==================== pattern_game_core
### Signal wires by layer, pattern_game_core

Drawn at 2 px/um. Only two layers are drawn.
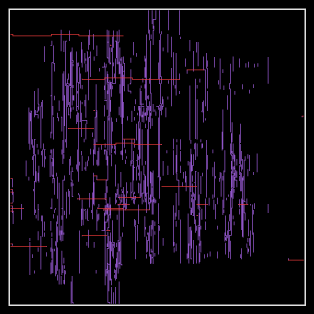
### Wire density map, pattern_game_core

Drawn at 2 px/um. The die is cut into 29 by 29 equal tiles; dark purple is low, yellow is high, scaled to the fullest tile. Values are wire area over tile area, all layers added.
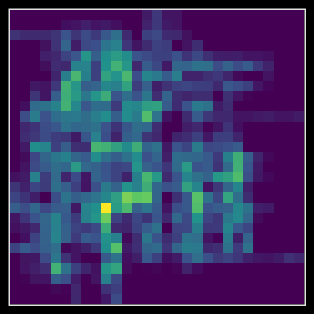
### A small window of the routed layout, pattern_game_core

Window x 59 to 89, y 59 to 89 um. Cells in grey, sequential cells in the stronger grey; small squares are vias.
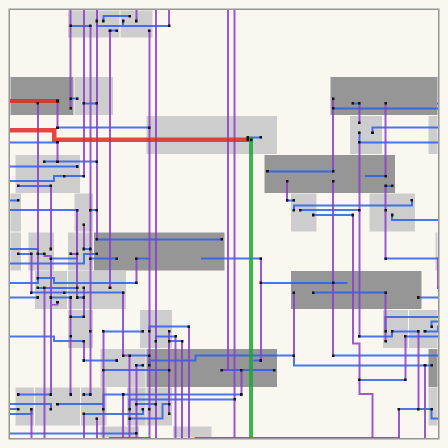
### src/rtl/pattern_game_core.sv
// pattern_game_core: memory-game engine. Grows a pseudo-random symbol sequence one symbol per
// round, plays it out on a tick-paced display port, then checks player presses against it while
// keeping score and lives.
module pattern_game_core #(
  parameter int unsigned NUM_CH        = 4,
  parameter int unsigned MAX_LEN       = 16,
  parameter int unsigned TICK_DIV      = 25000000,
  parameter int unsigned LIVES         = 3,
  parameter int unsigned TIMEOUT_TICKS = 10,
  parameter logic [15:0] SEED          = 16'hACE1,
  localparam int unsigned SYM_W        = $clog2(NUM_CH)
) (
  input  logic              clock,
  input  logic              reset,
  input  logic              start,
  input  logic [NUM_CH-1:0] user_in,
  output logic              disp_valid,
  output logic [SYM_W-1:0]  disp_sym,
  output logic [7:0]        score,
  output logic [3:0]        lives,
  output logic              busy,
  output logic              game_over,
  output logic              win
);

  localparam int unsigned CntW = $clog2(TICK_DIV);
  localparam int unsigned ToW  = $clog2(TIMEOUT_TICKS + 1);
  localparam int unsigned LenW = $clog2(MAX_LEN + 1);
  localparam int unsigned IdxW = $clog2(MAX_LEN);

  typedef enum logic [3:0] {
    StIdle, StExtend, StShowOn, StShowOff, StInput, StRoundOk, StMiss, StOver, StWin
  } state_e;

  state_e            state_q, state_d;
  logic [15:0]       lfsr_q;
  logic [NUM_CH-1:0] sync1_q, sync2_q, hist_q;
  logic [CntW-1:0]   cnt_q, cnt_d;
  logic [ToW-1:0]    to_q, to_d;
  logic [IdxW-1:0]   idx_q, idx_d;
  logic [LenW-1:0]   len_q, len_d;
  logic [7:0]        score_q, score_d;
  logic [3:0]        lives_q, lives_d;
  logic [SYM_W-1:0]  mem_q [MAX_LEN];
  logic              mem_we;
  logic              restart;

  logic              tick;
  logic              last;
  logic [NUM_CH-1:0] edges;
  logic [NUM_CH-1:0] sym_mask;
  logic [SYM_W-1:0]  cur_sym;
  logic              press;
  logic              hit;

  assign tick     = (cnt_q == CntW'(TICK_DIV - 1));
  assign last     = (LenW'(idx_q) == len_q - LenW'(1));
  assign edges    = sync2_q & ~hist_q;
  assign cur_sym  = mem_q[idx_q];
  assign sym_mask = NUM_CH'(1) << cur_sym;
  assign press    = |edges;
  // Exactly one rising edge, on the expected channel; any multi-edge cycle fails this.
  assign hit      = (edges == sym_mask);

  // Free-running 16-bit Fibonacci LFSR, taps 16,14,13,11
  always_ff @(posedge clock or negedge reset) begin
    if (!reset) begin
      lfsr_q <= SEED;
    end else begin
      lfsr_q <= {lfsr_q[14:0], lfsr_q[15] ^ lfsr_q[13] ^ lfsr_q[12] ^ lfsr_q[10]};
    end
  end

  // Two-flop synchroniser plus edge history; history runs in every state
  always_ff @(posedge clock or negedge reset) begin
    if (!reset) begin
      sync1_q <= '0;
      sync2_q <= '0;
      hist_q  <= '0;
    end else begin
      sync1_q <= user_in;
      sync2_q <= sync1_q;
      hist_q  <= sync2_q;
    end
  end

  // Sequence storage; one symbol appended per EXTEND, contents never need clearing
  always_ff @(posedge clock) begin
    if (mem_we) begin
      mem_q[len_q[IdxW-1:0]] <= lfsr_q[SYM_W-1:0];
    end
  end

  // Game state registers
  always_ff @(posedge clock or negedge reset) begin
    if (!reset) begin
      state_q <= StIdle;
      cnt_q   <= '0;
      to_q    <= '0;
      idx_q   <= '0;
      len_q   <= '0;
      score_q <= '0;
      lives_q <= '0;
    end else begin
      state_q <= state_d;
      cnt_q   <= cnt_d;
      to_q    <= to_d;
      idx_q   <= idx_d;
      len_q   <= len_d;
      score_q <= score_d;
      lives_q <= lives_d;
    end
  end

  // Next-state logic for the game FSM, tick counter and timeout counter
  always_comb begin
    state_d = state_q;
    idx_d   = idx_q;
    len_d   = len_q;
    score_d = score_q;
    lives_d = lives_q;
    to_d    = to_q;
    mem_we  = 1'b0;
    restart = 1'b0;
    unique case (state_q)
      StIdle, StOver, StWin: begin
        if (start) begin
          state_d = StExtend;
          lives_d = 4'(LIVES);
          score_d = '0;
          len_d   = '0;
        end
      end
      StExtend: begin
        mem_we  = 1'b1;
        len_d   = len_q + LenW'(1);
        idx_d   = '0;
        state_d = StShowOn;
      end
      StShowOn: begin
        if (tick) state_d = StShowOff;
      end
      StShowOff: begin
        if (tick) begin
          if (last) begin
            idx_d   = '0;
            state_d = StInput;
          end else begin
            idx_d   = idx_q + IdxW'(1);
            state_d = StShowOn;
          end
        end
      end
      StInput: begin
        if (press) begin
          if (!hit) begin
            state_d = StMiss;
          end else if (last) begin
            state_d = StRoundOk;
          end else begin
            idx_d   = idx_q + IdxW'(1);
            restart = 1'b1;
          end
        end else if (tick) begin
          if (to_q == ToW'(TIMEOUT_TICKS - 1)) state_d = StMiss;
          else to_d = to_q + ToW'(1);
        end
      end
      StRoundOk: begin
        if (score_q != 8'hFF) score_d = score_q + 8'd1;
        state_d = (len_q == LenW'(MAX_LEN)) ? StWin : StExtend;
      end
      StMiss: begin
        lives_d = lives_q - 4'd1;
        if (lives_q == 4'd1) begin
          state_d = StOver;
        end else begin
          // Replay the same sequence without extending it
          idx_d   = '0;
          state_d = StShowOn;
        end
      end
      default: state_d = StIdle;
    endcase
    if (state_d != state_q) restart = 1'b1;
    if (restart) to_d = '0;
    cnt_d = (restart || tick) ? '0 : cnt_q + CntW'(1);
  end

  // Outputs decoded from registered state
  always_comb begin
    disp_valid = (state_q == StShowOn);
    disp_sym   = disp_valid ? cur_sym : '0;
    score      = score_q;
    lives      = lives_q;
    busy       = !(state_q inside {StIdle, StOver, StWin});
    game_over  = (state_q == StOver);
    win        = (state_q == StWin);
  end

endmodule
### config.mk
export PLATFORM = sky130hd
export DESIGN_NAME = pattern_game_core
export DESIGN_NICKNAME = d
export VERILOG_FILES = /design/src/rtl/pattern_game_core.sv
export SDC_FILE = /design/constraint.sdc
export NUM_CORES = 1
export LEC_CHECK = 0
export CAP_MARGIN = 15
export CORE_MARGIN = 5
export CORE_UTILIZATION = 28
export CTS_CLUSTER_SIZE = 14
export DETAILED_ROUTE_END_ITERATION = 6
export HOLD_SLACK_MARGIN = 0.08
export PLACE_DENSITY_LB_ADDON = 0.12
export SLEW_MARGIN = 20
export SYNTH_ARGS = -nofsm -noshare
export SYNTH_HDL_FRONTEND = slang
export SYNTH_SLANG_ARGS = --single-unit
### constraint.sdc
create_clock -name clock -period 3.3 [get_ports clock]
set_input_delay 0.33 -clock clock [delete_from_list [all_inputs] [get_ports clock]]
set_output_delay 0.33 -clock clock [all_outputs]
set_load 0.02 [all_outputs]
==> impl_metrics.json <==
{
  "simple_gate_area_share_pct": 19.44,
  "clock_latency_ns": 0.42,
  "pg_seq_w": 0.00162,
  "antenna_cells": 0,
  "p_int_w": 0.002915,
  "ir_drop_mv": 0.3498,
  "r2r_cells": 10,
  "crit_path_max_fanout": 5,
  "synth_dominant_cell_count": "dfrtp_1",
  "viasPerCell": 4.703,
  "crit_buf_inv": 1,
  "synth-edff-count": 32,
  "fp_util_pct": 28.27,
  "cts_setup_buffers": 0,
  "tap_cells": 234,
  "common_cells": "dfrtp_1, nor2_1, nand2_1",
  "cts_tree": "built",
  "grt_max_degree": 62,
  "comb_area_um2": 2086,
  "largest_cell_class": "registers",
  "placed_area_um2": 5763,
  "seq_area_share_pct": 47.47,
  "ys_cells": 463,
  "r2r_start": "idx_q[2]",
  "tightest_slew_ns": 0.8341,
  "die_x_um": 147.2,
  "worst_slack_ns": 0.3233,
  "nFlopsAndLatches": 114,
  "finalNonFillerCells": 744,
  "p_sw_share_pct": 24.48,
  "drv_slew": 0,
  "setup.worst_path.end": "disp_sym[1]",
  "grt_pass1_vias": 3557,
  "logic_family": "simple AND/OR/NAND/NOR gates",
  "min_to": "lfsr_q[4]",
  "cts.sinks": 114,
  "pwr-share-comb_pct": 10.7,
  "outcome": "finished, final reports clean",
  "utilization_pct": 34.15,
  "xor_share_pct": 7.312,
  "drtIter0Drc": 217
}
Notes on 'Signal wires by layer' of pattern_game_core above:
| layer | colour | wire length |
|---|---|---|
| M3 | red | 323 um |
| M2 | purple | 5,410 um |
GRT Util Overall: 11.26%
vias: 3,499
drt total wl: 11.52 mm
routed length per instance: 15.48 um

Notes on 'Wire density map' of pattern_game_core above:
fullest tile: 0.46
nearly empty tiles: 33%
tiles over half the peak: 6.5%
emptiest ninth of the die: upper right
densest ninth of the die: centre

Notes on 'A small window of the routed layout' of pattern_game_core above:
| layer | colour |
|---|---|
| M1 | blue |
| M2 | purple |
| M4 | green |
| M3 | red |
most frequent: dfrtp_1 (5), nor2_1 (3)
cells with their middle in the window: 29
sequential cells in the window: 5
netlist names of flops here include: `cnt_q` (3)

## layer usage
layer  global-route usage [%]  vias up  routed length [um]
met2                    17.33       38                5412
met4                    4.287        0                 179
met5                        0        -                   0
met3                    3.300       18                 322
li1                         -     1699                   -
met1                    15.04     1744                5603
## registers in the layout, summed over array words and instances (netlist names)
register  cells
mem_q        32
hist_q        4
len_q         5
to_q          4
lives         4
lfsr_q       16
state_q       4
sync2_q       4
score         8
idx_q         4
cnt_q        25
sync1_q       4

==================== fifo_ctrl
### Gate families picked out, fifo_ctrl

Drawn at 8 px/um.
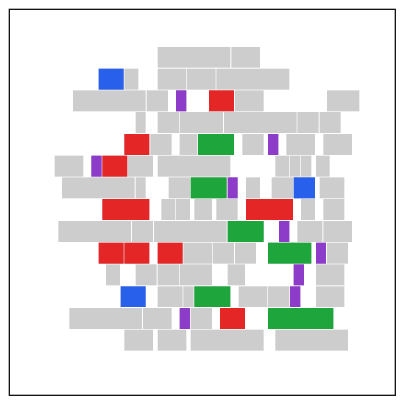
### Cell placement, fifo_ctrl

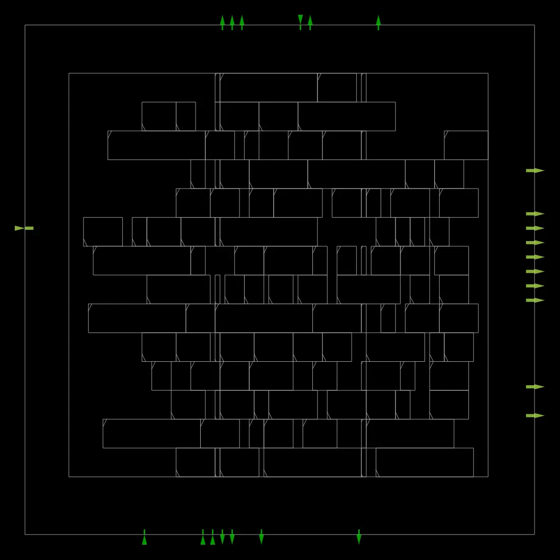
**src/rtl/fifo_ctrl.sv**
```systemverilog
// fifo_ctrl: read/write pointer and flag controller that runs an external
// dual-port RAM as a synchronous FIFO. The RAM read is registered, so
// rdValid is the accepted pop delayed by one cycle. Occupancy and flags are
// decoded only from the registered pointers.
module fifo_ctrl #(
  parameter int MEM_DEPTH = 8,
  parameter int AF_LEVEL  = 6,
  parameter int AE_LEVEL  = 2,
  localparam int AW       = $clog2(MEM_DEPTH)
) (
  input  logic          clk,
  input  logic          rstN,
  input  logic          wrReq,
  input  logic          rdReq,
  input  logic          clrErr,
  output logic          ramWrEn,
  output logic          ramRdEn,
  output logic [AW-1:0] ramWrAddr,
  output logic [AW-1:0] ramRdAddr,
  output logic          rdValid,
  output logic [AW:0]   count,
  output logic          full,
  output logic          empty,
  output logic          almostFull,
  output logic          almostEmpty,
  output logic          overflow,
  output logic          underflow
);

  localparam logic [AW:0] PTR_ONE = (AW+1)'(1);
  localparam logic [AW:0] AF_CNT  = (AW+1)'(AF_LEVEL);
  localparam logic [AW:0] AE_CNT  = (AW+1)'(AE_LEVEL);

  // The pointers carry one extra wrap bit so that full and empty can be
  // told apart when the address fields match.
  logic [AW:0] wr_ptr;
  logic [AW:0] rd_ptr;
  logic        push_ok;
  logic        pop_ok;

  assign count       = wr_ptr - rd_ptr;
  assign full        = (wr_ptr[AW] != rd_ptr[AW]) && (wr_ptr[AW-1:0] == rd_ptr[AW-1:0]);
  assign empty       = (wr_ptr == rd_ptr);
  assign almostFull  = (count >= AF_CNT);
  assign almostEmpty = (count <= AE_CNT);

  assign push_ok   = wrReq & ~full;
  assign pop_ok    = rdReq & ~empty;
  assign ramWrEn   = push_ok;
  assign ramRdEn   = pop_ok;
  assign ramWrAddr = wr_ptr[AW-1:0];
  assign ramRdAddr = rd_ptr[AW-1:0];

  // Move the pointers on accepted operations. The address field and the wrap
  // bit roll over naturally.
  always_ff @(posedge clk or negedge rstN) begin
    if (!rstN) begin
      wr_ptr <= '0;
      rd_ptr <= '0;
    end else begin
      if (push_ok) wr_ptr <= wr_ptr + PTR_ONE;
      if (pop_ok)  rd_ptr <= rd_ptr + PTR_ONE;
    end
  end

  // RAM read data is valid on the cycle after an accepted pop.
  always_ff @(posedge clk or negedge rstN) begin
    if (!rstN) rdValid <= 1'b0;
    else       rdValid <= pop_ok;
  end

  // Sticky error flags. A new error in the same cycle as clrErr takes
  // priority over the clear.
  always_ff @(posedge clk or negedge rstN) begin
    if (!rstN) begin
      overflow  <= 1'b0;
      underflow <= 1'b0;
    end else begin
      if (wrReq && full)       overflow  <= 1'b1;
      else if (clrErr)         overflow  <= 1'b0;
      if (rdReq && empty)      underflow <= 1'b1;
      else if (clrErr)         underflow <= 1'b0;
    end
  end

endmodule

```
**config.mk**
```make
export PLATFORM = sky130hd
export DESIGN_NAME = fifo_ctrl
export DESIGN_NICKNAME = d
export VERILOG_FILES = /design/src/rtl/fifo_ctrl.sv
export SDC_FILE = /design/constraint.sdc
export NUM_CORES = 1
export LEC_CHECK = 0
export CAP_MARGIN = 10
export CORE_MARGIN = 4
export CORE_UTILIZATION = 43
export DETAILED_ROUTE_END_ITERATION = 7
export PLACE_DENSITY = 0.81
export SLEW_MARGIN = 20
export SYNTH_ARGS = -nofsm -noshare
export SYNTH_HDL_FRONTEND = slang
export SYNTH_SLANG_ARGS = --single-unit
```
**constraint.sdc**
```tcl
create_clock -name clk -period 2.8 [get_ports clk]
set_input_delay 0.84 -clock clk [delete_from_list [all_inputs] [get_ports clk]]
set_output_delay 0.84 -clock clk [all_outputs]
set_load 0.03 [all_outputs]
```
==> impl_metrics.json <==
{
  "synthTopCellsByArea": "dfrtp_1, ha_1, xnor2_1",
  "holdCritPathClass": "reg -> reg",
  "die_x_um": 48.08,
  "top_usage_layer": "met2",
  "async_flop_share_pct": 100.0,
  "outcome": "finished, final reports clean",
  "overflow": 0,
  "grt_pass1_wl_mm": 2.373,
  "critPathLaunch": "rd_ptr[0]",
  "final_cell_area_um2": 970.9,
  "relSlewSlack_pct": 66.47,
  "antenna_found_initial": 0,
  "lay_top_cells": "clkdlybuf4s50_1, dfrtp_1, buf_4",
  "min_to": "overflow",
  "xor_share_pct": 12.50
}
Notes on 'Gate families picked out' of fifo_ctrl above:
| family | colour | cells | most used |
|---|---|---|---|
| inv cells | purple | 9 | inv_1 |
| xor and xnor cells | red | 9 | xnor2_1 |
| non-inverting ao/oa cells | blue | 3 | a22o_1 |
| fa/ha/maj cells | green | 6 | ha_1 |
fraction of area in multi-input gates: 36.86%
Top cell excl fill/tap: clkdlybuf4s50_1
fin cells: 110

Notes on 'Cell placement' of fifo_ctrl above:
Final Util: 64.45%
# fillers: 121
row count: 14
flip-flops: 11

[stage by stage]
| stage | worst slack [ns] | cells | hold WS, ns |
|---|---|---|---|
| after floorplan | 0.09048 | 66 | 0.4884 |
| after global placement | 0.1055 | 105 | 0.4940 |
| after detailed placement | 0.03191 | 105 | 0.4970 |
| after CTS | 0.01962 | 109 | 0.5162 |
| after global routing | 0.02065 | 110 | 0.5242 |
| final | 0.1025 | 110 | 0.5164 |
[critical path, cell delays in order (launching register included)]
cell and delay (ns):
dfrtp_1 0.40, ha_2 0.20, fa_2 0.52, inv_1 0.07, a21oi_2 0.13, o21a_1 0.15
buf_6 0.13

==================== simple_proc_n
==> config.mk <==
export PLATFORM = sky130hd
export DESIGN_NAME = simple_proc_n
export DESIGN_NICKNAME = d
export VERILOG_FILES = /design/src/rtl/proc_pkg.sv /design/src/rtl/proc_alu.sv /design/src/rtl/simple_proc_n.sv
export SDC_FILE = /design/constraint.sdc
export NUM_CORES = 1
export LEC_CHECK = 0
export ABC_CLOCK_PERIOD_IN_PS = 9350
export CORE_MARGIN = 2
export CORE_UTILIZATION = 55
export CTS_BUF_LIST = sky130_fd_sc_hd__clkbuf_2 sky130_fd_sc_hd__clkbuf_4 sky130_fd_sc_hd__clkbuf_8
export CTS_CLUSTER_SIZE = 28
export DETAILED_ROUTE_END_ITERATION = 10
export PLACE_DENSITY = 0.81
export SLEW_MARGIN = 20
export SYNTH_ARGS = -nofsm -noshare
export SYNTH_HDL_FRONTEND = slang
export SYNTH_SLANG_ARGS = --single-unit
==> constraint.sdc <==
create_clock -name clock -period 9.35 [get_ports clock]
set_input_delay 1.87 -clock clock [delete_from_list [all_inputs] [get_ports clock]]
set_output_delay 1.87 -clock clock [all_outputs]
set_load 0.01 [all_outputs]
==> src/rtl/proc_pkg.sv <==
// Shared definitions for the simple_proc_n processor: opcodes, step encoding
// and ALU operation selection.
package proc_pkg;

  localparam logic [2:0] OP_MV   = 3'b000;
  localparam logic [2:0] OP_MVI  = 3'b001;
  localparam logic [2:0] OP_ADD  = 3'b010;
  localparam logic [2:0] OP_SUB  = 3'b011;
  localparam logic [2:0] OP_AND  = 3'b100;
  localparam logic [2:0] OP_OR   = 3'b101;
  localparam logic [2:0] OP_XOR  = 3'b110;
  localparam logic [2:0] OP_MVNZ = 3'b111;

  typedef enum logic [1:0] {T0, T1, T2, T3} tstep_t;

  typedef enum logic [2:0] {ALU_ADD, ALU_SUB, ALU_AND, ALU_OR, ALU_XOR} alu_op_t;

  // Map an instruction opcode onto the ALU operation it needs; non-ALU
  // opcodes fall back to add, which is harmless because they never reach T2.
  function automatic alu_op_t alu_op_of(input logic [2:0] opcode);
    alu_op_t op;
    case (opcode)
      OP_SUB:  op = ALU_SUB;
      OP_AND:  op = ALU_AND;
      OP_OR:   op = ALU_OR;
      OP_XOR:  op = ALU_XOR;
      default: op = ALU_ADD;
    endcase
    return op;
  endfunction

endpackage

==> src/rtl/proc_alu.sv <==
// Combinational ALU: add/sub with carry out, bitwise and/or/xor.
// Subtraction is a + ~b + 1 so carry means "no borrow".
module proc_alu
  import proc_pkg::*;
#(
  parameter int DATA_W = 9
) (
  input  logic [DATA_W-1:0] a,
  input  logic [DATA_W-1:0] b,
  input  alu_op_t           op,
  output logic [DATA_W-1:0] result,
  output logic              carry
);

  logic [DATA_W:0] sum;

  // Compute the selected operation; carry is only meaningful for add/sub.
  always_comb begin
    sum    = '0;
    result = '0;
    carry  = 1'b0;
    case (op)
      ALU_ADD: begin
        sum    = {1'b0, a} + {1'b0, b};
        result = sum[DATA_W-1:0];
        carry  = sum[DATA_W];
      end
      ALU_SUB: begin
        sum    = {1'b0, a} + {1'b0, ~b} + {{DATA_W{1'b0}}, 1'b1};
        result = sum[DATA_W-1:0];
        carry  = sum[DATA_W];
      end
      ALU_AND: result = a & b;
      ALU_OR:  result = a | b;
      ALU_XOR: result = a ^ b;
      default: result = '0;
    endcase
  end

endmodule

==> src/rtl/simple_proc_n.sv <==
// Multi-cycle processor core: T0..T3 sequencer, NREG x DATA_W register file,
// internal bus mux, Z/C flags and a combinational debug read port.
// DATA_W must be at least 3 + 2*RSEL_W so opcode, Rx and Ry fit in a word.
module simple_proc_n
  import proc_pkg::*;
#(
  parameter int  DATA_W = 9,
  parameter int  NREG   = 8,
  localparam int RSEL_W = $clog2(NREG)
) (
  input  logic              clock,
  input  logic              aResetn,
  input  logic              Run,
  input  logic [DATA_W-1:0] DataIn,
  output logic              Done,
  output logic [DATA_W-1:0] BusWires,
  output logic              Zflag,
  output logic              Cflag,
  input  logic [RSEL_W-1:0] DbgSel,
  output logic [DATA_W-1:0] DbgData
);

  // Only the decoded fields of the instruction are kept; trailing bits are
  // don't-care.
  localparam int IR_W = 3 + 2 * RSEL_W;

  tstep_t            step_q, step_d;
  logic [IR_W-1:0]   ir_q, ir_d;
  logic [DATA_W-1:0] a_q, a_d;
  logic [DATA_W-1:0] g_q, g_d;
  logic              z_q, z_d;
  logic              c_q, c_d;
  logic [DATA_W-1:0] regs_q [NREG];
  logic [DATA_W-1:0] regs_d [NREG];

  logic [2:0]        opcode;
  logic [RSEL_W-1:0] rx, ry;
  alu_op_t           alu_op;
  logic [DATA_W-1:0] alu_result;
  logic              alu_carry;

  assign opcode = ir_q[IR_W-1 -: 3];
  assign rx     = ir_q[2*RSEL_W-1 -: RSEL_W];
  assign ry     = ir_q[RSEL_W-1:0];
  assign alu_op = alu_op_of(opcode);

  proc_alu #(.DATA_W(DATA_W)) u_alu (
    .a      (a_q),
    .b      (regs_q[ry]),
    .op     (alu_op),
    .result (alu_result),
    .carry  (alu_carry)
  );

  // Step sequencer, bus mux and next-state for every register.
  always_comb begin
    step_d   = step_q;
    ir_d     = ir_q;
    a_d      = a_q;
    g_d      = g_q;
    z_d      = z_q;
    c_d      = c_q;
    regs_d   = regs_q;
    Done     = 1'b0;
    BusWires = '0;
    case (step_q)
      T0: begin
        if (Run) begin
          ir_d   = DataIn[DATA_W-1 -: IR_W];
          step_d = T1;
        end
      end
      T1: begin
        case (opcode)
          OP_MV: begin
            BusWires   = regs_q[ry];
            regs_d[rx] = regs_q[ry];
            Done       = 1'b1;
            step_d     = T0;
          end
          OP_MVI: begin
            BusWires   = DataIn;
            regs_d[rx] = DataIn;
            Done       = 1'b1;
            step_d     = T0;
          end
          OP_MVNZ: begin
            BusWires = regs_q[ry];
            if (!z_q) begin
              regs_d[rx] = regs_q[ry];
            end
            Done   = 1'b1;
            step_d = T0;
          end
          default: begin
            BusWires = regs_q[rx];
            a_d      = regs_q[rx];
            step_d   = T2;
          end
        endcase
      end
      T2: begin
        BusWires = regs_q[ry];
        g_d      = alu_result;
        z_d      = (alu_result == '0);
        if (alu_op == ALU_ADD || alu_op == ALU_SUB) begin
          c_d = alu_carry;
        end
        step_d = T3;
      end
      T3: begin
        BusWires   = g_q;
        regs_d[rx] = g_q;
        Done       = 1'b1;
        step_d     = T0;
      end
      default: step_d = T0;
    endcase
  end

  // Sequencer, IR, A, G and flag registers with synchronous active-low reset.
  always_ff @(posedge clock) begin
    if (!aResetn) begin
      step_q <= T0;
      ir_q   <= '0;
      a_q    <= '0;
      g_q    <= '0;
      z_q    <= 1'b0;
      c_q    <= 1'b0;
    end else begin
      step_q <= step_d;
      ir_q   <= ir_d;
      a_q    <= a_d;
      g_q    <= g_d;
      z_q    <= z_d;
      c_q    <= c_d;
    end
  end

  // One flop bank per general register.
  generate
    for (genvar gi = 0; gi < NREG; gi++) begin : g_regs
      always_ff @(posedge clock) begin
        if (!aResetn) begin
          regs_q[gi] <= '0;
        end else begin
          regs_q[gi] <= regs_d[gi];
        end
      end
    end
  endgenerate

  assign Zflag   = z_q;
  assign Cflag   = c_q;
  assign DbgData = regs_q[DbgSel];

endmodule
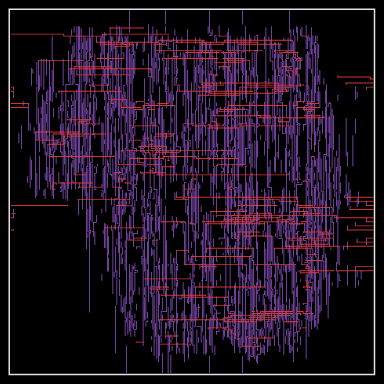
*Signal wires by layer, simple_proc_n*
Drawn at 3 px/um. Only two layers are drawn.
| layer | colour | wire length |
|---|---|---|
| M2 | purple | 10,000 um |
| M3 | red | 2,000 um |
routed length per instance: 22.37 um
vias: 6,804

==> impl_metrics.json <==
{
  "critPathLaunch": "ir_q[7]",
  "clk-power_w": 0.000300,
  "antenna_found_initial": 0,
  "syn_inst": 792,
  "clock_latency_ns": 0.39,
  "holdCritPathClass": "reg -> reg",
  "synth_cell_types": 72,
  "outcome": "finished, final reports clean",
  "largest_cell_class": "logic gates",
  "setup.worst_path.end": "BusWires[8]",
  "warnings": 47,
  "nFlopsAndLatches": 103,
  "viasPerCell": 7.036,
  "largest_register_ff_count": 72,
  "synthTopCellsByArea": "dfxtp_1, mux4_2, o211a_1",
  "top_power_group": "registers",
  "die_area_um2": 14700,
  "drtIter0Drc": 1096,
  "tightest_slew_ns": 1.091,
  "leakagePower_nw": 3.840,
  "hpwl_mm": 14.96,
  "rsz0062_at_grt": "false"
}
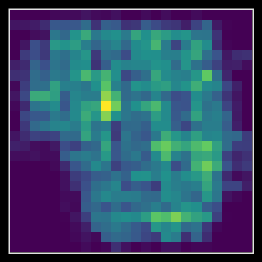
*Wire density map, simple_proc_n*
Drawn at 2 px/um. The die is cut into 24 by 24 equal tiles; dark purple is low, yellow is high, scaled to the fullest tile. Values are wire area over tile area, all layers added.
densest ninth of the die: centre
emptiest ninth of the die: lower left
nearly empty tiles: 19%
tiles over half the peak: 15%
fullest tile: 0.89
GRT Util Overall: 29.70%
drt total wl: 21.63 mm

tightest hold or removal path, delay by kind of cell (launching register included):
kind            cells  cell delay [ns]
flops               1             0.36
simple gates        1             0.07
compound gates      1             0.06
per-stage QoR:
stage	util, %	area [um^2]	setup WS [ns]	power [W]
5_1_grt	60.96	8137	2.670	0.001057
4_1_cts	60.96	8137	3.017	0.001016
3_3_place_gp	59.42	7931	3.025	0.0007148
6_report	60.96	8137	2.890	0.001019
3_5_place_dp	59.42	7931	3.023	0.0007227
2_1_floorplan	-	7561	4.057	0.0006567

==================== i2s_tx_sequencer
### Gate families picked out, i2s_tx_sequencer

Drawn at 4 px/um.
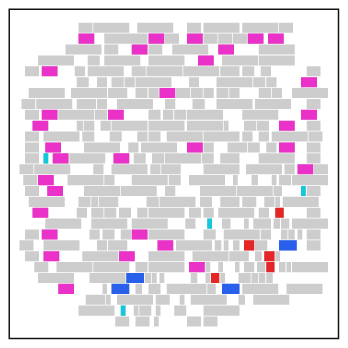
### Wire density map, i2s_tx_sequencer

Drawn at 3 px/um. The die is cut into 16 by 16 equal tiles; dark purple is low, yellow is high, scaled to the fullest tile. Values are wire area over tile area, all layers added.
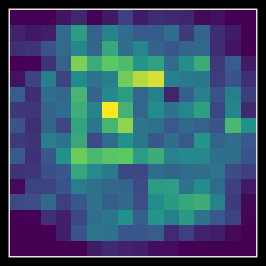
### A small window of the routed layout, i2s_tx_sequencer

Window x 26 to 56, y 26 to 56 um. Cells in grey, sequential cells in the stronger grey; small squares are vias.
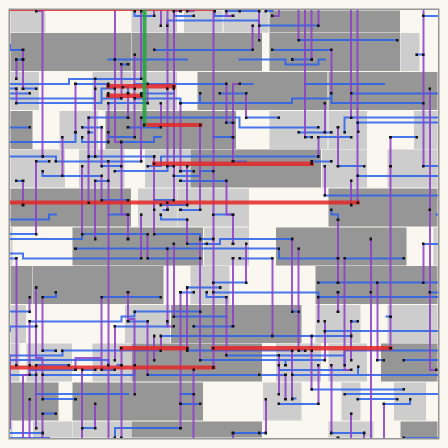
==> src/rtl/i2s_pkg.sv <==
// ============================================================================
// Module      : i2s_pkg
// Description : Shared constants, state encoding and the bit-clock divider
//               helper for the I2S transmit sequencer.
// Contents    : SAMPLE_W, FRAME_BITS, CNT_W, seq_state_t {IDLE, RUN},
//               calc_div_half()
// Revision    : 1.0 - initial release
// ============================================================================
`default_nettype none

package i2s_pkg;

    localparam int SAMPLE_W   = 16;
    localparam int FRAME_BITS = 2 * SAMPLE_W;
    localparam int CNT_W      = $clog2(FRAME_BITS);

    typedef enum logic [0:0] {
        IDLE = 1'b0,
        RUN  = 1'b1
    } seq_state_t;

    // System clocks per BCK half period, integer-truncated.
    function automatic int calc_div_half(input int clk_hz, input int bck_hz);
        return clk_hz / (2 * bck_hz);
    endfunction

endpackage

`default_nettype wire

==> src/rtl/i2s_bck_tick_gen.sv <==
// ============================================================================
// Module      : i2s_bck_tick_gen
// Description : Divides the system clock down to the I2S bit clock. The
//               divider counts 0..DIV_HALF-1 and toggles BCK on every wrap.
//               fall_tick marks the system-clock edge on which BCK falls.
//               While i_run is low the divider is cleared and BCK held low,
//               so the first rising edge comes DIV_HALF clocks after i_run
//               goes high.
// Ports       : clk         in   system clock
//               reset       in   asynchronous active-high reset
//               i_run       in   1 = divide, 0 = hold/clear
//               o_bck       out  registered bit clock
//               o_fall_tick out  one-clk strobe, BCK falls on this edge
// Revision    : 1.0 - initial release
// ============================================================================
`default_nettype none

module i2s_bck_tick_gen #(
    parameter int DIV_HALF = 35
) (
    input  logic clk,
    input  logic reset,
    input  logic i_run,
    output logic o_bck,
    output logic o_fall_tick
);

    localparam int c_div_w = (DIV_HALF > 1) ? $clog2(DIV_HALF) : 1;
    localparam logic [c_div_w-1:0] c_div_last = c_div_w'(DIV_HALF - 1);

    logic [c_div_w-1:0] r_div;
    logic               r_bck;
    logic               w_wrap;

    assign w_wrap = i_run && (r_div == c_div_last);

    always_ff @(posedge clk or posedge reset) begin
        if (reset) begin
            r_div <= '0;
            r_bck <= 1'b0;
        end else if (!i_run) begin
            r_div <= '0;
            r_bck <= 1'b0;
        end else if (w_wrap) begin
            r_div <= '0;
            r_bck <= ~r_bck;
        end else begin
            r_div <= r_div + 1'b1;
        end
    end

    assign o_bck       = r_bck;
    assign o_fall_tick = w_wrap && r_bck;

endmodule

`default_nettype wire

==> src/rtl/i2s_tx_sequencer.sv <==
// ============================================================================
// Module      : i2s_tx_sequencer
// Description : Frame-aware I2S transmitter. Derives BCK/LRCK from clk,
//               accepts stereo samples over valid/ready into a one-deep
//               holding register and serialises them MSB-first on SDATA,
//               which changes on BCK falling edges.
// Ports       : clk, reset (async, active high)
//               enable                 run frames / stop at frame boundary
//               sample_l, sample_r     stereo pair, two's complement
//               sample_valid/ready     handshake, transfer on valid&&ready
//               bck, lrck, sdata       I2S pins (registered)
//               underflow              one-clk pulse, frame began empty
// Config      : I2S_LEFT_JUSTIFIED_EN  defined  -> left-justified, L MSB in
//                                                  slot 0
//                                      undefined -> I2S, one-BCK delay
// Revision    : 1.0 - initial release
// ============================================================================
`default_nettype none

module i2s_tx_sequencer
    import i2s_pkg::*;
#(
    parameter int CLK_HZ = 100_000_000,
    parameter int BCK_HZ = 1_411_200
) (
    input  logic                clk,
    input  logic                reset,
    input  logic                enable,
    input  logic [SAMPLE_W-1:0] sample_l,
    input  logic [SAMPLE_W-1:0] sample_r,
    input  logic                sample_valid,
    output logic                sample_ready,
    output logic                bck,
    output logic                lrck,
    output logic                sdata,
    output logic                underflow
);

    localparam int               c_div_half  = calc_div_half(CLK_HZ, BCK_HZ);
    localparam logic [CNT_W-1:0] c_last_slot = CNT_W'(FRAME_BITS - 1);
    localparam logic [CNT_W-1:0] c_r_slot    = CNT_W'(SAMPLE_W);

    seq_state_t              r_state;
    logic [CNT_W-1:0]        r_bit_cnt;
    logic                    r_lrck;
    logic                    r_sdata;
    logic                    r_underflow;
    logic [SAMPLE_W-1:0]     r_hold_l;
    logic [SAMPLE_W-1:0]     r_hold_r;
    logic                    r_hold_full;
    logic [FRAME_BITS-1:0]   r_shift;

    logic                    w_bck;
    logic                    w_fall_tick;
    logic                    w_run;
    logic                    w_capture;
    logic                    w_last_slot;
    logic                    w_load;
    logic [CNT_W-1:0]        w_next_cnt;
    logic [FRAME_BITS-1:0]   w_frame;

    assign w_run       = (r_state == RUN);
    assign w_capture   = sample_valid && !r_hold_full;
    assign w_last_slot = (r_bit_cnt == c_last_slot);
    assign w_next_cnt  = r_bit_cnt + 1'b1;
    // A frame starts either leaving IDLE or wrapping slot 31 with enable
    // still high; both consume the holding register.
    assign w_load      = enable && (!w_run || (w_fall_tick && w_last_slot));
    // Empty holding register plays out silence for the whole frame.
    assign w_frame     = r_hold_full ? {r_hold_l, r_hold_r} : '0;

    i2s_bck_tick_gen #(
        .DIV_HALF (c_div_half)
    ) u_tick_gen (
        .clk         (clk),
        .reset       (reset),
        .i_run       (w_run),
        .o_bck       (w_bck),
        .o_fall_tick (w_fall_tick)
    );

    always_ff @(posedge clk or posedge reset) begin
        if (reset) begin
            r_state     <= IDLE;
            r_bit_cnt   <= '0;
            r_lrck      <= 1'b0;
            r_sdata     <= 1'b0;
            r_underflow <= 1'b0;
            r_hold_l    <= '0;
            r_hold_r    <= '0;
            r_hold_full <= 1'b0;
            r_shift     <= '0;
        end else begin
            r_underflow <= 1'b0;

            // Capture is only possible while empty, so a simultaneous frame
            // load has already seen "empty" and cannot reuse this pair.
            if (w_capture) begin
                r_hold_l    <= sample_l;
                r_hold_r    <= sample_r;
                r_hold_full <= 1'b1;
            end else if (w_load) begin
                r_hold_full <= 1'b0;
            end

            case (r_state)
                IDLE: begin
                    r_bit_cnt <= '0;
                    r_lrck    <= 1'b0;
                    r_sdata   <= 1'b0;
                    if (enable) begin
                        r_state     <= RUN;
                        r_underflow <= !r_hold_full;
`ifdef I2S_LEFT_JUSTIFIED_EN
                        r_sdata     <= w_frame[FRAME_BITS-1];
                        r_shift     <= w_frame << 1;
`else
                        r_shift     <= w_frame;
`endif
                    end
                end

                RUN: begin
                    if (w_fall_tick) begin
                        if (w_last_slot) begin
                            r_bit_cnt <= '0;
                            r_lrck    <= 1'b0;
                            if (enable) begin
                                r_underflow <= !r_hold_full;
`ifdef I2S_LEFT_JUSTIFIED_EN
                                r_sdata     <= w_frame[FRAME_BITS-1];
                                r_shift     <= w_frame << 1;
`else
                                // Slot 0 carries the previous right LSB.
                                r_sdata     <= r_shift[FRAME_BITS-1];
                                r_shift     <= w_frame;
`endif
                            end else begin
                                r_state <= IDLE;
                                r_sdata <= 1'b0;
                            end
                        end else begin
                            r_bit_cnt <= w_next_cnt;
                            r_lrck    <= (w_next_cnt >= c_r_slot);
                            r_sdata   <= r_shift[FRAME_BITS-1];
                            r_shift   <= r_shift << 1;
                        end
                    end
                end

                default: r_state <= IDLE;
            endcase
        end
    end

    assign sample_ready = !r_hold_full;
    assign bck          = w_bck;
    assign lrck         = r_lrck;
    assign sdata        = r_sdata;
    assign underflow    = r_underflow;

endmodule

`default_nettype wire

==> config.mk <==
export PLATFORM = sky130hd
export DESIGN_NAME = i2s_tx_sequencer
export DESIGN_NICKNAME = d
export VERILOG_FILES = /design/src/rtl/i2s_pkg.sv /design/src/rtl/i2s_bck_tick_gen.sv /design/src/rtl/i2s_tx_sequencer.sv
export SDC_FILE = /design/constraint.sdc
export NUM_CORES = 1
export LEC_CHECK = 0
export CORE_MARGIN = 2
export CORE_UTILIZATION = 55
export CTS_CLUSTER_DIAMETER = 80
export DETAILED_ROUTE_END_ITERATION = 10
export MAX_ROUTING_LAYER = met4
export PLACE_DENSITY = 0.79
export SYNTH_ARGS = -nofsm -noshare
export SYNTH_HDL_FRONTEND = slang
export SYNTH_SLANG_ARGS = --single-unit
export TNS_END_PERCENT = 100
==> constraint.sdc <==
create_clock -name clk -period 5.06 [get_ports clk]
set_input_delay 1.012 -clock clk [delete_from_list [all_inputs] [get_ports clk]]
set_output_delay 1.012 -clock clk [all_outputs]
set_load 0.03 [all_outputs]
==> impl_metrics.json <==
{
  "outcome": "finished, final reports clean",
  "die_x_um": 81.97,
  "die_area_um2": 6718,
  "min_from": "r_shift[17]",
  "ys_sh_mux_pct": 10.78,
  "crit_cells": 8,
  "grt_pass1_wl_mm": 10.16,
  "fmax_ghz": 0.3351,
  "crit_buf_inv": 1,
  "ys_warn_count": 0,
  "dp_cells": 359,
  "dr.pass1.iters": 4,
  "switching_power_w": 0.0003550,
  "utilization_pct": 68.05,
  "top_area_share_pct": 59.88,
  "regArea_um2": 2002,
  "seq_area_share_pct": 49.98,
  "rsz0062_at_grt": "false",
  "cts_resized": 0,
  "drtIter0Drc": 142,
  "clockBufferDepth": 2,
  "xor_share_pct": 1.310,
  "layout.nonclk_buf_share_pct": 10.75,
  "p_sw_share_pct": 24.79,
  "final_cell_area_um2": 4005,
  "whs_ns": 0.4919,
  "gp_routability_congestion": 0.7477,
  "holdPathStages": 1,
  "nFlopsAndLatches": 80,
  "cts.sinks": 80,
  "r2r_cells": 8,
  "pwr-share-comb_pct": 13.2,
  "tns_ns": 0,
  "finalPower_w": 0.001432,
  "grt_pass1_vias": 2169,
  "synthTopCellsByArea": "dfrtp_1, mux2_2, o2bb2ai_1",
  "cpPeakStageDelay_ns": 1.06,
  "top_power_group": "registers"
}
## Picture notes: 'Gate families picked out' of i2s_tx_sequencer
| family | colour | cells |
|---|---|---|
| mux cells | magenta | 32 |
| and/or cells | red | 5 |
| fa/ha/maj cells | blue | 4 |
| inv cells | cyan | 4 |
fin cells: 375
Top cell excl fill/tap: dfrtp_1
fraction of area in multi-input gates: 31.58%

## Picture notes: 'Wire density map' of i2s_tx_sequencer
mean over tiles: 0.14
nearly empty tiles: 11%
emptiest ninth of the die: lower left
densest ninth of the die: centre
tiles over half the peak: 16%
fullest tile: 0.47
GRT Util Overall: 20.40%
routed length per instance: 16.29 um
vias: 2,218
drt total wl: 6.109 mm

## Picture notes: 'A small window of the routed layout' of i2s_tx_sequencer
| layer | colour |
|---|---|
| M3 | red |
| M1 | blue |
| M2 | purple |
| M4 | green |
sequential cells in the window: 17
most frequent: dfrtp_1 (17), o2bb2ai_1 (12), a22oi_1 (9)
cells with their middle in the window: 47
netlist names of flops here include: `r_shift` (14), `r_hold_l` (3)

sequential cells by signal (all words and copies together) (netlist names):
signal            count
sdata                 1
r_hold_l             16
r_state               1
r_hold_r             16
underflow             1
r_hold_full           1
r_bit_cnt             5
r_shift              32
u_tick_gen.o_bck      1
u_tick_gen.r_div      6
kinds of logic after synthesis:
group,count (synthesis)
flops,80
xor+xnor,5
simple gates,39
compound gates,76
fa+ha+maj,4
mux,32
buf+inv,22
routing by layer:
layer  track usage, %  part of all wire, %  up-vias
met3            4.945                  4.3        2
met4            5.000                 0.39        0
met1            27.59                   47     1128
met5                -                    0        -
li1                 -                    -     1030
met2            31.38                   48       58

==================== bist_controller_param_flat
### Gate families picked out, bist_controller_param_flat

Drawn at 6 px/um.
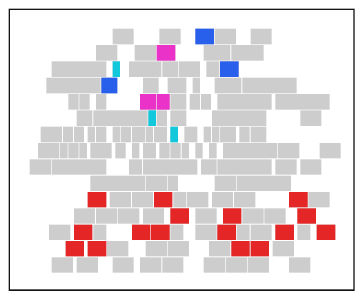
### Cell placement, bist_controller_param_flat

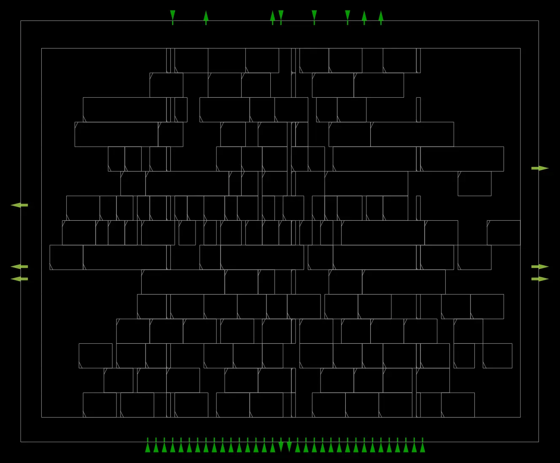
File: src/rtl/bist_controller_param_if.sv
// Control/status bundle between top-level test control (master) and the BIST sequencer (slave).
// Defining BIST_FAIL_CNT_EN adds the fail_count status field.
interface bist_controller_param_if #(
    parameter int SIG_W = 16,
    parameter int CNT_W = 3
);
    logic             start_bist;
    logic             abort;
    logic [SIG_W-1:0] signature;
    logic [SIG_W-1:0] golden;
    logic             init;
    logic             en;
    logic             compare;
    logic             pass_fail;
    logic             done;
    logic             busy;
    logic [CNT_W-1:0] pattern_idx;
    logic [2:0]       state;
`ifdef BIST_FAIL_CNT_EN
    logic [7:0]       fail_count;

    modport master (
        output start_bist, abort, signature, golden,
        input  init, en, compare, pass_fail, done, busy, pattern_idx, state, fail_count
    );
    modport slave (
        input  start_bist, abort, signature, golden,
        output init, en, compare, pass_fail, done, busy, pattern_idx, state, fail_count
    );
`else
    modport master (
        output start_bist, abort, signature, golden,
        input  init, en, compare, pass_fail, done, busy, pattern_idx, state
    );
    modport slave (
        input  start_bist, abort, signature, golden,
        output init, en, compare, pass_fail, done, busy, pattern_idx, state
    );
`endif
endinterface

File: src/rtl/bist_controller_param.sv
// Parametrised BIST sequencer: INIT -> RUN (NUM_PATTERNS en cycles) -> SETTLE -> COMPARE -> DONE.
// Optional macro BIST_FAIL_CNT_EN adds a saturating 8-bit mismatch counter (cleared only by rst).
module bist_controller_param #(
    parameter int  NUM_PATTERNS = 8,
    parameter int  LATENCY      = 2,
    parameter int  SIG_W        = 16,
    localparam int CNT_W        = (NUM_PATTERNS > 1) ? $clog2(NUM_PATTERNS) : 1,
    localparam int LAT_W        = (LATENCY > 1) ? $clog2(LATENCY) : 1
) (
    input logic                    clk,
    input logic                    rst,
    bist_controller_param_if.slave bus
);
    typedef enum logic [2:0] {
        S_IDLE    = 3'd0,
        S_INIT    = 3'd1,
        S_RUN     = 3'd2,
        S_SETTLE  = 3'd3,
        S_COMPARE = 3'd4,
        S_DONE    = 3'd5
    } state_t;

    state_t           r_state;
    logic             r_init;
    logic             r_en;
    logic             r_compare;
    logic             r_pass_fail;
    logic             r_done;
    logic             r_busy;
    logic [CNT_W-1:0] r_idx;
    logic [LAT_W-1:0] r_settle;

    logic [SIG_W-1:0] w_sig;
    logic [SIG_W-1:0] w_gold;
    logic             w_match;
    logic             w_last;
    logic             w_enter_cmp;

    assign w_sig   = bus.signature;
    assign w_gold  = bus.golden;
    assign w_match = (w_sig == w_gold);
    assign w_last  = (r_idx == CNT_W'(NUM_PATTERNS - 1));

    // Edge on which compare rises; shared by the FSM and the mismatch counter.
    assign w_enter_cmp = !bus.abort &&
                         (((r_state == S_RUN) && w_last && (LATENCY == 0)) ||
                          ((r_state == S_SETTLE) && (r_settle == '0)));

    always_ff @(posedge clk or posedge rst) begin
        if (rst) begin
            r_state     <= S_IDLE;
            r_init      <= 1'b0;
            r_en        <= 1'b0;
            r_compare   <= 1'b0;
            r_pass_fail <= 1'b0;
            r_done      <= 1'b0;
            r_busy      <= 1'b0;
            r_idx       <= '0;
            r_settle    <= '0;
        end else if (bus.abort) begin
            r_state     <= S_IDLE;
            r_init      <= 1'b0;
            r_en        <= 1'b0;
            r_compare   <= 1'b0;
            r_pass_fail <= 1'b0;
            r_done      <= 1'b0;
            r_busy      <= 1'b0;
            r_idx       <= '0;
            r_settle    <= '0;
        end else begin
            if (w_enter_cmp) begin
                r_state     <= S_COMPARE;
                r_compare   <= 1'b1;
                r_pass_fail <= w_match;
            end
            case (r_state)
                S_IDLE, S_DONE: begin
                    if (bus.start_bist) begin
                        r_state     <= S_INIT;
                        r_init      <= 1'b1;
                        r_busy      <= 1'b1;
                        r_done      <= 1'b0;
                        r_pass_fail <= 1'b0;
                    end
                end
                S_INIT: begin
                    if (!bus.start_bist) begin
                        r_state <= S_RUN;
                        r_init  <= 1'b0;
                        r_en    <= 1'b1;
                        r_idx   <= '0;
                    end
                end
                S_RUN: begin
                    if (w_last) begin
                        r_en  <= 1'b0;
                        r_idx <= '0;
                        if (LATENCY > 0) begin
                            r_state  <= S_SETTLE;
                            r_settle <= LAT_W'(LATENCY - 1);
                        end
                    end else begin
                        r_idx <= r_idx + CNT_W'(1);
                    end
                end
                S_SETTLE: begin
                    if (r_settle != '0) begin
                        r_settle <= r_settle - LAT_W'(1);
                    end
                end
                S_COMPARE: begin
                    r_state   <= S_DONE;
                    r_compare <= 1'b0;
                    r_done    <= 1'b1;
                    r_busy    <= 1'b0;
                end
                default: r_state <= S_IDLE;
            endcase
        end
    end

`ifdef BIST_FAIL_CNT_EN
    logic [7:0] r_fail_cnt;

    always_ff @(posedge clk or posedge rst) begin
        if (rst) begin
            r_fail_cnt <= 8'd0;
        end else if (w_enter_cmp && !w_match && (r_fail_cnt != 8'hFF)) begin
            r_fail_cnt <= r_fail_cnt + 8'd1;
        end
    end

    assign bus.fail_count = r_fail_cnt;
`endif

    assign bus.init        = r_init;
    assign bus.en          = r_en;
    assign bus.compare     = r_compare;
    assign bus.pass_fail   = r_pass_fail;
    assign bus.done        = r_done;
    assign bus.busy        = r_busy;
    assign bus.pattern_idx = r_idx;
    assign bus.state       = r_state;
endmodule

File: src/flat_wrapper.sv
// flat-port wrapper written by rule: the top's interface ports become plain ports
module bist_controller_param_flat 
#(
    parameter int  NUM_PATTERNS = 8,
    parameter int  LATENCY      = 2,
    parameter int  SIG_W        = 16,
    localparam int CNT_W        = (NUM_PATTERNS > 1) ? $clog2(NUM_PATTERNS) : 1,
    localparam int LAT_W        = (LATENCY > 1) ? $clog2(LATENCY) : 1
)
  (clk, rst, bus_start_bist, bus_abort, bus_signature, bus_golden, bus_init, bus_en, bus_compare, bus_pass_fail, bus_done, bus_busy, bus_pattern_idx, bus_state);
  bist_controller_param_if #(.SIG_W(SIG_W)) bus_i ();
  input logic clk;
  input logic rst;
  input wire logic [$bits(bus_i.start_bist)-1:0] bus_start_bist;
  input wire logic [$bits(bus_i.abort)-1:0] bus_abort;
  input wire logic [$bits(bus_i.signature)-1:0] bus_signature;
  input wire logic [$bits(bus_i.golden)-1:0] bus_golden;
  output wire logic [$bits(bus_i.init)-1:0] bus_init;
  output wire logic [$bits(bus_i.en)-1:0] bus_en;
  output wire logic [$bits(bus_i.compare)-1:0] bus_compare;
  output wire logic [$bits(bus_i.pass_fail)-1:0] bus_pass_fail;
  output wire logic [$bits(bus_i.done)-1:0] bus_done;
  output wire logic [$bits(bus_i.busy)-1:0] bus_busy;
  output wire logic [$bits(bus_i.pattern_idx)-1:0] bus_pattern_idx;
  output wire logic [$bits(bus_i.state)-1:0] bus_state;
  assign bus_i.start_bist = bus_start_bist;
  assign bus_i.abort = bus_abort;
  assign bus_i.signature = bus_signature;
  assign bus_i.golden = bus_golden;
  assign bus_init = bus_i.init;
  assign bus_en = bus_i.en;
  assign bus_compare = bus_i.compare;
  assign bus_pass_fail = bus_i.pass_fail;
  assign bus_done = bus_i.done;
  assign bus_busy = bus_i.busy;
  assign bus_pattern_idx = bus_i.pattern_idx;
  assign bus_state = bus_i.state;
  bist_controller_param #(.NUM_PATTERNS(NUM_PATTERNS), .LATENCY(LATENCY), .SIG_W(SIG_W)) u_core (.clk(clk), .rst(rst), .bus(bus_i));
endmodule
File: config.mk
export PLATFORM = sky130hd
export DESIGN_NAME = bist_controller_param_flat
export DESIGN_NICKNAME = d
export VERILOG_FILES = /design/src/rtl/bist_controller_param_if.sv /design/src/rtl/bist_controller_param.sv /design/src/flat_wrapper.sv
export SDC_FILE = /design/constraint.sdc
export NUM_CORES = 1
export LEC_CHECK = 0
export CAP_MARGIN = 20
export CORE_ASPECT_RATIO = 0.8
export CORE_MARGIN = 2
export CORE_UTILIZATION = 37
export CTS_CLUSTER_SIZE = 25
export DETAILED_ROUTE_END_ITERATION = 10
export PLACE_DENSITY = 0.78
export SYNTH_ARGS = -nofsm -noshare
export SYNTH_HDL_FRONTEND = slang
export SYNTH_SLANG_ARGS = --single-unit
File: constraint.sdc
create_clock -name clk -period 1.9 [get_ports clk]
set_input_delay 0.285 -clock clk [delete_from_list [all_inputs] [get_ports clk]]
set_output_delay 0.285 -clock clk [all_outputs]
set_load 0.01 [all_outputs]
==> impl_metrics.json <==
{
  "ctsHoldBuffers": 0,
  "dp_cells": 159,
  "top_area_share_pct": 38.81,
  "leakagePower_nw": 0.5823,
  "postSynthSeqShare_pct": 38.81,
  "clock_skew_ns": 0.001533,
  "pg_seq_w": 0.000301,
  "ys_cells": 89,
  "clk-power_w": 0.000168,
  "p_int_w": 0.0004912,
  "cts_made_buffers": 3,
  "period_needed_ns": 1.709,
  "fp_util_pct": 38.84,
  "grt_max_degree": 14,
  "relSlewSlack_pct": 68.67,
  "clockBufferDepth": 2,
  "die_x_um": 57.22,
  "worst_slack_ns": 0.1909,
  "final_cell_area_um2": 1354,
  "arrival_ns": 1.42,
  "outcome": "finished, final reports clean",
  "holdCritPathClass": "in -> async",
  "switching_power_w": 0.0001721,
  "synth_cell_types": 29,
  "die_area_um2": 2665,
  "setup_viol": 0,
  "antenna_cells": 0,
  "ioPinCount": 48,
  "gp_routability_congestion": 0.7701,
  "crit_buf_inv": 1,
  "ys_area_um2": 838.3,
  "p_clk_share_pct": 25.3,
  "fin_crit_sh_pct": 89.95,
  "crit_cells": 1,
  "grt_pass1_vias": 786,
  "antenna_found_initial": 0,
  "antenna_left": 0,
  "crit_path_max_fanout": 10,
  "cts.sinks": 13,
  "worstPathCellList": "clkdlybuf4s50_1",
  "whs_ns": 0.3155,
  "common_cells": "xor2_1, dfrtp_1, nor2_1"
}
Notes on 'Gate families picked out' of bist_controller_param_flat above:
| family | colour | cells |
|---|---|---|
| inv cells | cyan | 3 |
| non-inverting ao/oa cells | blue | 3 |
| and/or cells | magenta | 3 |
| xor and xnor cells | red | 16 |
fin cells: 163
fraction of area in multi-input gates: 35.03%
Top cell excl fill/tap: clkdlybuf4s50_1

Notes on 'Cell placement' of bist_controller_param_flat above:
row count: 15
Final Util: 62.72%

[metal layers]
metal  routed length (um)  vias to the layer above
li1                     -                      414
met1                  940                      375
met2                 1102                       15
met3                   66                        2
met4                   19                        0
met5                    0                        -
[layout make-up]
class	instances	area (um^2)	area share (%)
repair buffers	49	485.5	35.86
well taps	25	31.28	2.311
multi-input cells	69	474.2	35.03
inverters	3	11.26	0.8318
flip-flops and latches	13	325.3	24.03
clock buffers	4	26.28	1.941
[cell families after synthesis]
logic type	Yosys count
and+or+nand+nor	30
AOI/OAI and AO/OA	19
xor gates and xnor gates	16
DFF	13
buffers and inverters	7
muxes	2
adders and majority gates	2


==> layout pictures side by side <==
Signal wires by layer.
(a)
Drawn at 8 px/um. Only two layers are drawn.
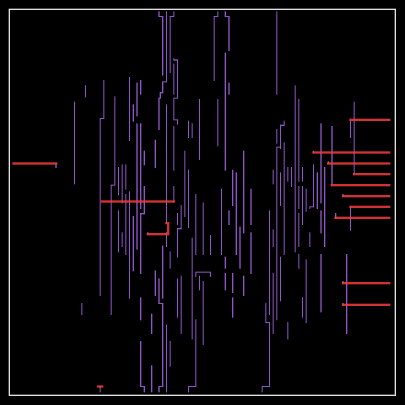
(b)
Drawn at 4 px/um. Only two layers are drawn.
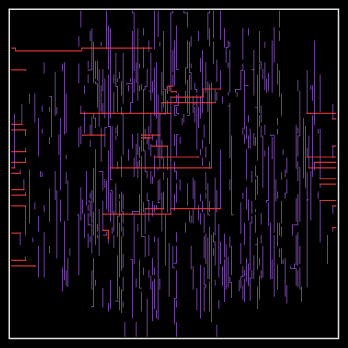
(c)
Drawn at 6 px/um. Only two layers are drawn.
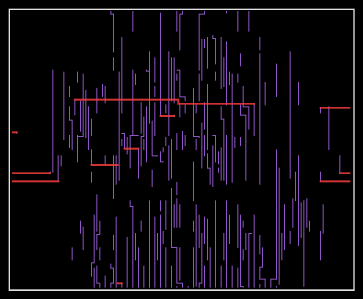
i2s_tx_sequencer -> (b)
fifo_ctrl -> (a)
bist_controller_param_flat -> (c)
- least wire: (a)

Power is estimated from default activity; no workload was simulated.
